######## block 1 ########
[config.mk]
export PLATFORM = sky130hd
export DESIGN_NAME = nbcac_encoder_pipe
export DESIGN_NICKNAME = d
export VERILOG_FILES = /design/src/rtl/nbcac_pkg.sv /design/src/rtl/nbcac_enc_stage.sv /design/src/rtl/nbcac_encoder_pipe.sv
export SDC_FILE = /design/constraint.sdc
export NUM_CORES = 1
export LEC_CHECK = 0
export ABC_CLOCK_PERIOD_IN_PS = 16960
export CAP_MARGIN = 20
export CELL_PAD_IN_SITES_DETAIL_PLACEMENT = 2
export CELL_PAD_IN_SITES_GLOBAL_PLACEMENT = 2
export CORE_MARGIN = 2
export CORE_UTILIZATION = 41
export CTS_CLUSTER_SIZE = 25
export DETAILED_ROUTE_END_ITERATION = 7
export PLACE_DENSITY = 0.9
export REMOVE_ABC_BUFFERS = 1
export SYNTH_ARGS = -nofsm -noshare
export SYNTH_HDL_FRONTEND = slang
export SYNTH_SLANG_ARGS = --single-unit
[constraint.sdc]
create_clock -name clk -period 16.96 [get_ports clk]
set_clock_uncertainty 0.05 [all_clocks]
set_input_delay 3.392 -clock clk [delete_from_list [all_inputs] [get_ports clk]]
set_output_delay 3.392 -clock clk [all_outputs]
set_load 0.1 [all_outputs]
[src/rtl/nbcac_pkg.sv]
// Shared NBCAC definitions: Fibonacci numbers, codeword sizing and wire weights.
package nbcac_pkg;

  localparam int unsigned WMAX = 64;
  typedef logic [WMAX-1:0] wide_t;

  // Fibonacci with F(0)=0, F(1)=F(2)=1.
  function automatic wide_t fib(input int unsigned n);
    wide_t a;
    wide_t b;
    wide_t t;
    a = '0;
    b = wide_t'(1);
    if (n == 0) return '0;
    for (int unsigned i = 1; i < n; i++) begin
      t = a + b;
      a = b;
      b = t;
    end
    return b;
  endfunction

  // Smallest wire count N whose largest codeable value 2*F(N+1)-1 covers 2^data_w words.
  function automatic int unsigned code_w(input int unsigned data_w);
    int unsigned n;
    n = 2;
    while (((fib(n + 1) << 1) - wide_t'(1)) < (wide_t'(1) << data_w)) n++;
    return n;
  endfunction

  // Weight of wire k (1-based): w[1]=1, w[k]=2*F(cw+1-k).
  function automatic wide_t weight(input int unsigned k, input int unsigned cw);
    if (k <= 1) return wide_t'(1);
    if (k > cw) return '0;
    return fib(cw + 1 - k) << 1;
  endfunction

endpackage

[src/rtl/nbcac_enc_stage.sv]
// Combinational slice of K consecutive NBCAC decisions starting at wire FIRST_K.
module nbcac_enc_stage
  import nbcac_pkg::*;
#(
  parameter int unsigned FIRST_K = 2,
  parameter int unsigned K       = 1,
  parameter int unsigned CODE_W  = 21,
  parameter int unsigned RW      = 16
) (
  input  logic [RW-1:0]     rem,
  input  logic [CODE_W-1:0] code,
  input  logic              prev,
  output logic [RW-1:0]     nxt_rem,
  output logic [CODE_W-1:0] nxt_code,
  output logic              nxt_prev
);

  localparam int unsigned RW1 = RW + 1;

  if (K == 0) begin : g_pass
    assign nxt_rem  = rem;
    assign nxt_code = code;
    assign nxt_prev = prev;
  end else begin : g_dec
    logic [RW-1:0]     r;
    logic [CODE_W-1:0] c;
    logic              p;
    logic              d;
    logic [RW:0]       wk;
    logic [RW:0]       wsum;

    always_comb begin
      r    = rem;
      c    = code;
      p    = prev;
      d    = 1'b0;
      wk   = '0;
      wsum = '0;
      for (int unsigned j = 0; j < K; j++) begin
        if (FIRST_K + j >= CODE_W) begin
          d = (r != '0);
        end else begin
          wk   = RW1'(weight(FIRST_K + j, CODE_W));
          wsum = wk + RW1'(weight(FIRST_K + j + 1, CODE_W));
          // set if the rest can't fit below, clear if below w[k], otherwise follow the neighbour
          d = ({1'b0, r} >= wsum) | (({1'b0, r} >= wk) & p);
          if (d) r = r - wk[RW-1:0];
        end
        c[FIRST_K + j - 1] = d;
        p = d;
      end
    end

    assign nxt_rem  = r;
    assign nxt_code = c;
    assign nxt_prev = p;
  end

endmodule

[src/rtl/nbcac_encoder_pipe.sv]
// Pipelined NBCAC encoder: DATA_W-bit word to CODE_W-wire codeword, valid/ready, bus hold.
module nbcac_encoder_pipe
  import nbcac_pkg::*;
#(
  parameter int unsigned DATA_W = 15,
  parameter int unsigned CODE_W = code_w(DATA_W),
  parameter int unsigned STAGES = 4
) (
  input  logic              clk,
  input  logic              rst_n,
  input  logic              in_valid,
  output logic              in_ready,
  input  logic [DATA_W-1:0] in_data,
  output logic              out_valid,
  input  logic              out_ready,
  output logic [CODE_W-1:0] out_code
);

  localparam int unsigned RW  = DATA_W + 1;
  localparam int unsigned PER = (CODE_W + STAGES - 2) / STAGES;

  typedef struct packed {
    logic              valid;
    logic [RW-1:0]     rem;
    logic [CODE_W-1:0] code;
    logic              prev;
  } stage_t;

  function automatic int unsigned stage_first(input int unsigned s);
    return 2 + s * PER;
  endfunction

  function automatic int unsigned stage_k(input int unsigned s);
    if (stage_first(s) > CODE_W) return 0;
    if (stage_first(s) + PER - 1 > CODE_W) return CODE_W + 1 - stage_first(s);
    return PER;
  endfunction

  stage_t            st [STAGES];
  logic [STAGES:0]   ready;
  logic [STAGES-1:0] nx_valid;
  logic [RW-1:0]     sl_rem_in   [STAGES];
  logic [RW-1:0]     sl_rem_out  [STAGES];
  logic [CODE_W-1:0] sl_code_in  [STAGES];
  logic [CODE_W-1:0] sl_code_out [STAGES];
  logic [STAGES-1:0] sl_prev_in;
  logic [STAGES-1:0] sl_prev_out;

  for (genvar s = 0; s < STAGES; s++) begin : g_stage
    if (s == 0) begin : g_head
      // d[1] = v[0]; the remainder v - d[1] is just v with bit 0 cleared
      assign nx_valid[0]   = in_valid;
      assign sl_rem_in[0]  = {1'b0, in_data[DATA_W-1:1], 1'b0};
      assign sl_code_in[0] = {{(CODE_W-1){1'b0}}, in_data[0]};
      assign sl_prev_in[0] = in_data[0];
    end else begin : g_body
      assign nx_valid[s]   = st[s-1].valid;
      assign sl_rem_in[s]  = st[s-1].rem;
      assign sl_code_in[s] = st[s-1].code;
      assign sl_prev_in[s] = st[s-1].prev;
    end

    nbcac_enc_stage #(
      .FIRST_K(stage_first(s)),
      .K      (stage_k(s)),
      .CODE_W (CODE_W),
      .RW     (RW)
    ) u_slice (
      .rem     (sl_rem_in[s]),
      .code    (sl_code_in[s]),
      .prev    (sl_prev_in[s]),
      .nxt_rem (sl_rem_out[s]),
      .nxt_code(sl_code_out[s]),
      .nxt_prev(sl_prev_out[s])
    );
  end

  always_comb begin
    ready         = '0;
    ready[STAGES] = out_ready;
    for (int unsigned s = STAGES; s > 0; s--) ready[s-1] = ready[s] | ~st[s-1].valid;
  end

  assign in_ready = ready[0];

  always_ff @(posedge clk or negedge rst_n) begin
    if (!rst_n) begin
      for (int unsigned s = 0; s < STAGES; s++) st[s] <= '0;
    end else begin
      for (int unsigned s = 0; s < STAGES; s++) begin
        if (ready[s]) begin
          st[s].valid <= nx_valid[s];
          // bubbles leave data untouched so the output wires hold their last codeword
          if (nx_valid[s]) begin
            st[s].rem  <= sl_rem_out[s];
            st[s].code <= sl_code_out[s];
            st[s].prev <= sl_prev_out[s];
          end
        end
      end
    end
  end

  assign out_valid = st[STAGES-1].valid;
  assign out_code  = st[STAGES-1].code;

  logic unused_tail;
  assign unused_tail = ^{st[STAGES-1].rem, st[STAGES-1].prev};

endmodule
######## block 2 ########
===== src/rtl/rr_mux_sel_arbiter.sv =====
// rtl/rr_mux_sel_arbiter.sv - round-robin 4-way arbiter driving a registered mux select
module rr_mux_sel_arbiter #(
    parameter int HOLD_MAX = 15,
    parameter int CNT_W    = 4
) (
    input  logic       clk,
    input  logic       rst_n,
    input  logic [3:0] req,
    input  logic       done,
    output logic [1:0] sel,
    output logic [3:0] gnt,
    output logic       gnt_valid,
    output logic       timeout
);

    typedef enum logic [0:0] {
        IDLE  = 1'b0,
        GRANT = 1'b1
    } state_t;

    localparam bit               TIMER_EN = (HOLD_MAX != 0);
    localparam logic [CNT_W-1:0] CNT_LAST = CNT_W'(HOLD_MAX - 1);
    localparam logic [CNT_W-1:0] CNT_SAT  = TIMER_EN ? CNT_W'(HOLD_MAX) : {CNT_W{1'b1}};

    state_t           state;
    logic [1:0]       ptr;
    logic [CNT_W-1:0] cnt;

    logic [1:0] winner;
    logic [1:0] cand;
    logic       found;
    logic       timer_hit;
    logic       owner_req;
    logic       release_now;

    // Search starts just after the last-granted index so the previous owner ranks lowest.
    always_comb begin
        winner = ptr;
        cand   = ptr;
        found  = 1'b0;
        for (int i = 1; i <= 4; i++) begin
            cand = ptr + i[1:0];
            if (!found && req[cand]) begin
                winner = cand;
                found  = 1'b1;
            end
        end
    end

    always_comb begin
        owner_req   = req[sel];
        timer_hit   = TIMER_EN && (cnt == CNT_LAST);
        release_now = done || !owner_req || timer_hit;
    end

    always_ff @(posedge clk or negedge rst_n) begin
        if (!rst_n) begin
            state     <= IDLE;
            ptr       <= 2'd3;
            cnt       <= '0;
            sel       <= 2'd0;
            gnt       <= 4'b0000;
            gnt_valid <= 1'b0;
            timeout   <= 1'b0;
        end else begin
            timeout <= 1'b0;
            case (state)
                IDLE: begin
                    if (|req) begin
                        sel       <= winner;
                        gnt       <= 4'b0001 << winner;
                        gnt_valid <= 1'b1;
                        cnt       <= '0;
                        state     <= GRANT;
                    end
                end
                GRANT: begin
                    if (release_now) begin
                        state     <= IDLE;
                        gnt       <= 4'b0000;
                        gnt_valid <= 1'b0;
                        ptr       <= sel;
                        // Only a pure timer revocation is flagged; done or a dropped request win.
                        timeout   <= !done && owner_req && timer_hit;
                    end else if (cnt != CNT_SAT) begin
                        cnt <= cnt + 1'b1;
                    end
                end
                default: begin
                    state     <= IDLE;
                    gnt       <= 4'b0000;
                    gnt_valid <= 1'b0;
                end
            endcase
        end
    end

endmodule

===== config.mk =====
export PLATFORM = sky130hd
export DESIGN_NAME = rr_mux_sel_arbiter
export DESIGN_NICKNAME = d
export VERILOG_FILES = /design/src/rtl/rr_mux_sel_arbiter.sv
export SDC_FILE = /design/constraint.sdc
export NUM_CORES = 1
export LEC_CHECK = 0
export CORE_ASPECT_RATIO = 0.8
export CORE_MARGIN = 2
export CORE_UTILIZATION = 30
export DETAILED_ROUTE_END_ITERATION = 8
export GPL_ROUTABILITY_DRIVEN = 0
export SETUP_SLACK_MARGIN = 0.3
export SLEW_MARGIN = 10
export SYNTH_ARGS = -nofsm -noshare
export SYNTH_HDL_FRONTEND = slang
export SYNTH_SLANG_ARGS = --single-unit

===== constraint.sdc =====
create_clock -name clk -period 4.6 [get_ports clk]
set_input_delay 0.92 -clock clk [delete_from_list [all_inputs] [get_ports clk]]
set_output_delay 0.92 -clock clk [all_outputs]
set_load 0.01 [all_outputs]


==> gallery <==
Clock wiring as the flow saved it.
(a)
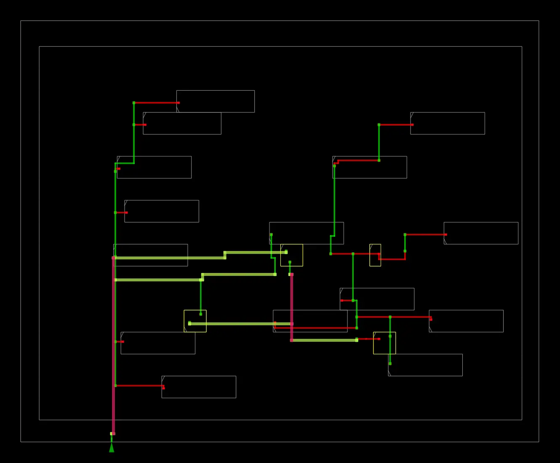
(b)
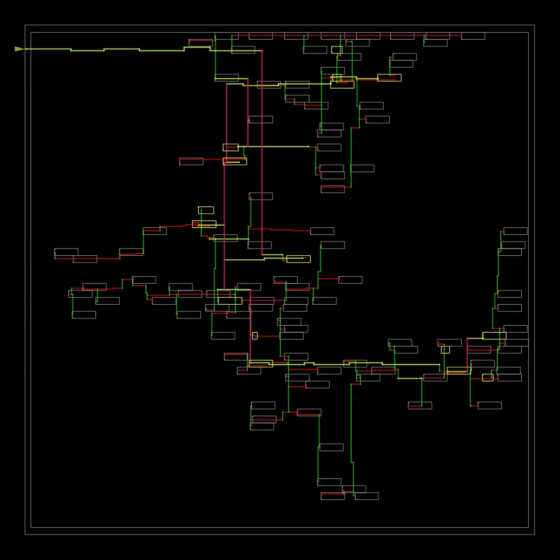
Of these, most sequential cells: (b)
Of these, most clock buffers: (b)
| from | picture |
|---|---|
| block 1 | (b) |
| block 2 | (a) |

Figure 1. Signal wires by layer (block 2).
Scale bar: 20 um.
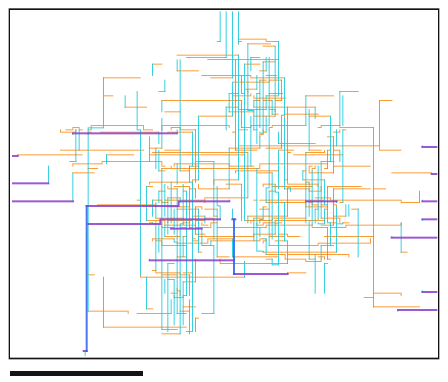
- M3: purple (wire length 125 um)
- M4: blue (wire length 29.9 um)
- M1: orange (wire length 926 um)
- M2: cyan (wire length 962 um)
total routing resource utilization after global routing: 0.136
Vias: 774
post-detailed-route wirelength per cell: 14.2 um
final routed wirelength across all metal layers: 2040 um

==> summary.txt, block 2 <==
Results of an implementation run.

Per the placement log, port buffering inserted 14 buffers. The largest single stage delay on the critical path is 600 ps. The worst hold slack after final layout is around 530 ps. The buffers plus inverters on the worst setup path is 1.

STA shows the worst min-delay path finishing at gnt_valid. Once detailed placement completed, the half-perimeter wirelength came to 1510 um. Sequential cells placed in the final layout were counted as 15. The total number of nets in the final design is about 120. The number of endpoints with negative hold slack in the final report is 0. Data arrives at the worst endpoint at 2660 ps. The clock tree from TritonCTS is yes. Of the combinational cells, the family taking the most area is simple AND/OR/NAND/NOR gates.

The flow ran to the end, and the final reports show no timing, DRC or antenna violations. The main area contributors are dfrtp_1, dfstp_2, nand2_1. The launch point of the worst hold path is gnt_valid. The cell family with the largest share of critical-path delay is simple AND/OR/NAND/NOR gates.

The critical path goes through clkdlybuf4s50_1 -> or4_4 -> and2_4 -> and3_1 -> a211o_1. The depth of the CTS H-tree is 1.
-- block 2: per-stage QoR --
step	setup slack, ps	instance area [sq um]
floorplan	2440	870
global placement	1890	1050
detailed placement	1820	1050
CTS	2130	1070
global route	2070	1070
finish	2110	1070
-- block 2: state kept, by name, summed over array words and instances, names as in the netlist --
name	count
cnt	4
gnt	4
gnt_valid	1
ptr	2
sel	2
state	1
timeout	1
-- block 2: routing by layer --
metal	vias to the layer above	global-route usage
li1	374	-
met1	370	0.158
met2	25	0.229
met3	5	0.0476
met4	0	0.0567
met5	-	0
Figure 2. Clock wires, drivers and flops (block 1).
Scale bar: 50 um.
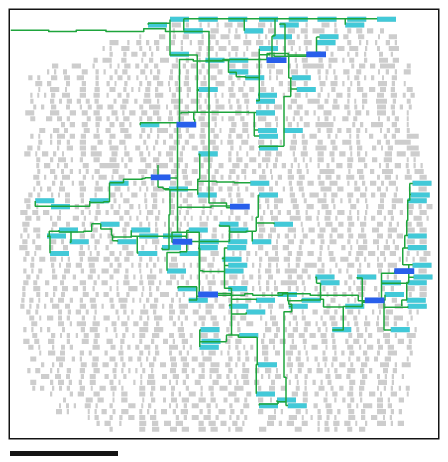
- clock-net drivers: blue (count 9)
- flip-flops: cyan (count 103)
- clock wires: green (length 1,880 um)
- routed clock nets: 10
clock latency of the later-clocked register in the worst-skew pair: 390 ps

Figure 3. Pin map (block 1).
Pins as bars across the die edge, other pins in grey.
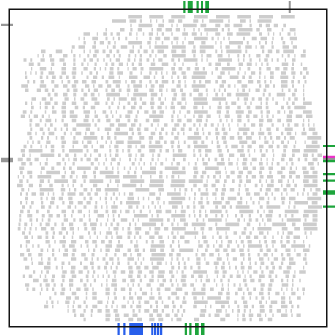
- in_data: blue (pins 15; direction input; edge bottom)
- out_code: green (pins 21; direction output; edge 8 top, 7 right, 6 bottom)
- out_ready: magenta (pins 1; direction input; edge right)
- all pins by edge: 21 bottom, 9 right, 9 top, 3 left
die boundary height: 199 um
Die Width: 199 um
number of port buffers: 41

==> summary.txt, block 1 <==
Results of an implementation run.

The worst-case reg-to-reg setup slack stands at 4970 ps. The number of diodes is 0. Per the placement report, the placed cell count is approximately 2,600.

The run finished with clean final reports. For this run, design rule violations remaining after detail routing come to 0. The number of global-route vias before repair is 18,800. The number of max-capacitance violations reported is 0. The total number of multi-input combinational cells is 1,860. The total number of cells along the worst setup path is 32.

The tree built by TritonCTS fans out to 103 sinks. The layout report gives the register share of total cell area as 0.156. The top-level port count is approximately 42. The top logic cell family in the synthesized netlist is AND-OR/OR-AND gates. Per STA, the library cell used most along the worst path is o21ai_0. The floorplan step defined a die boundary enclosing 0.0395 sq mm. Summing all non-filler instances in the final layout gives an area of 0.0165 sq mm. Of the cells placed in the final design, the portion with a size suffix greater than 1 is 0.0787. The final timing report derives a shortest allowable period of 15,030 ps. The report puts the hold buffer count at CTS at 0. In this run, the synthesized area fraction spent on xor and xnor cells is recorded as 0.119. The flip-flop and latch count after synthesis is 103. The area of the core is 0.0375 sq mm.
## block 1: tightest hold or removal path: stages (launching register included)
cell,delay [ps]
dfrtp_1,350
nand2_1,50
o21ai_0,60
## block 1: flip-flops by register name (all words and copies together) (netlist names)
| signal | count |
|---|---|
| out_code | 21 |
| sl_prev_in | 3 |
| sl_code_in | 30 |
| nx_valid | 3 |
| sl_rem_in | 45 |
| out_valid | 1 |
## block 1: routing by layer
metal	routed length, um	track usage	part of all wire
met5	0	0	0
met2	33000	0.587	0.49
met3	2650	0.0363	0.039
met1	29000	0.431	0.43
met4	2430	0.131	0.036


==> layout pictures side by side <==
Sequential cells grouped by signal name.
Other sequential cells in the stronger grey, the rest of the logic in the fainter grey.
Plate I
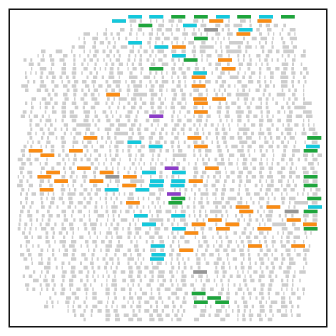
Plate II
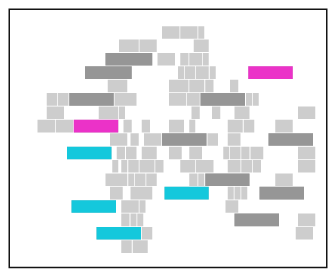
Plate I -> block 1
Plate II -> block 2
- most cells: Plate I
- most sequential cells: Plate I

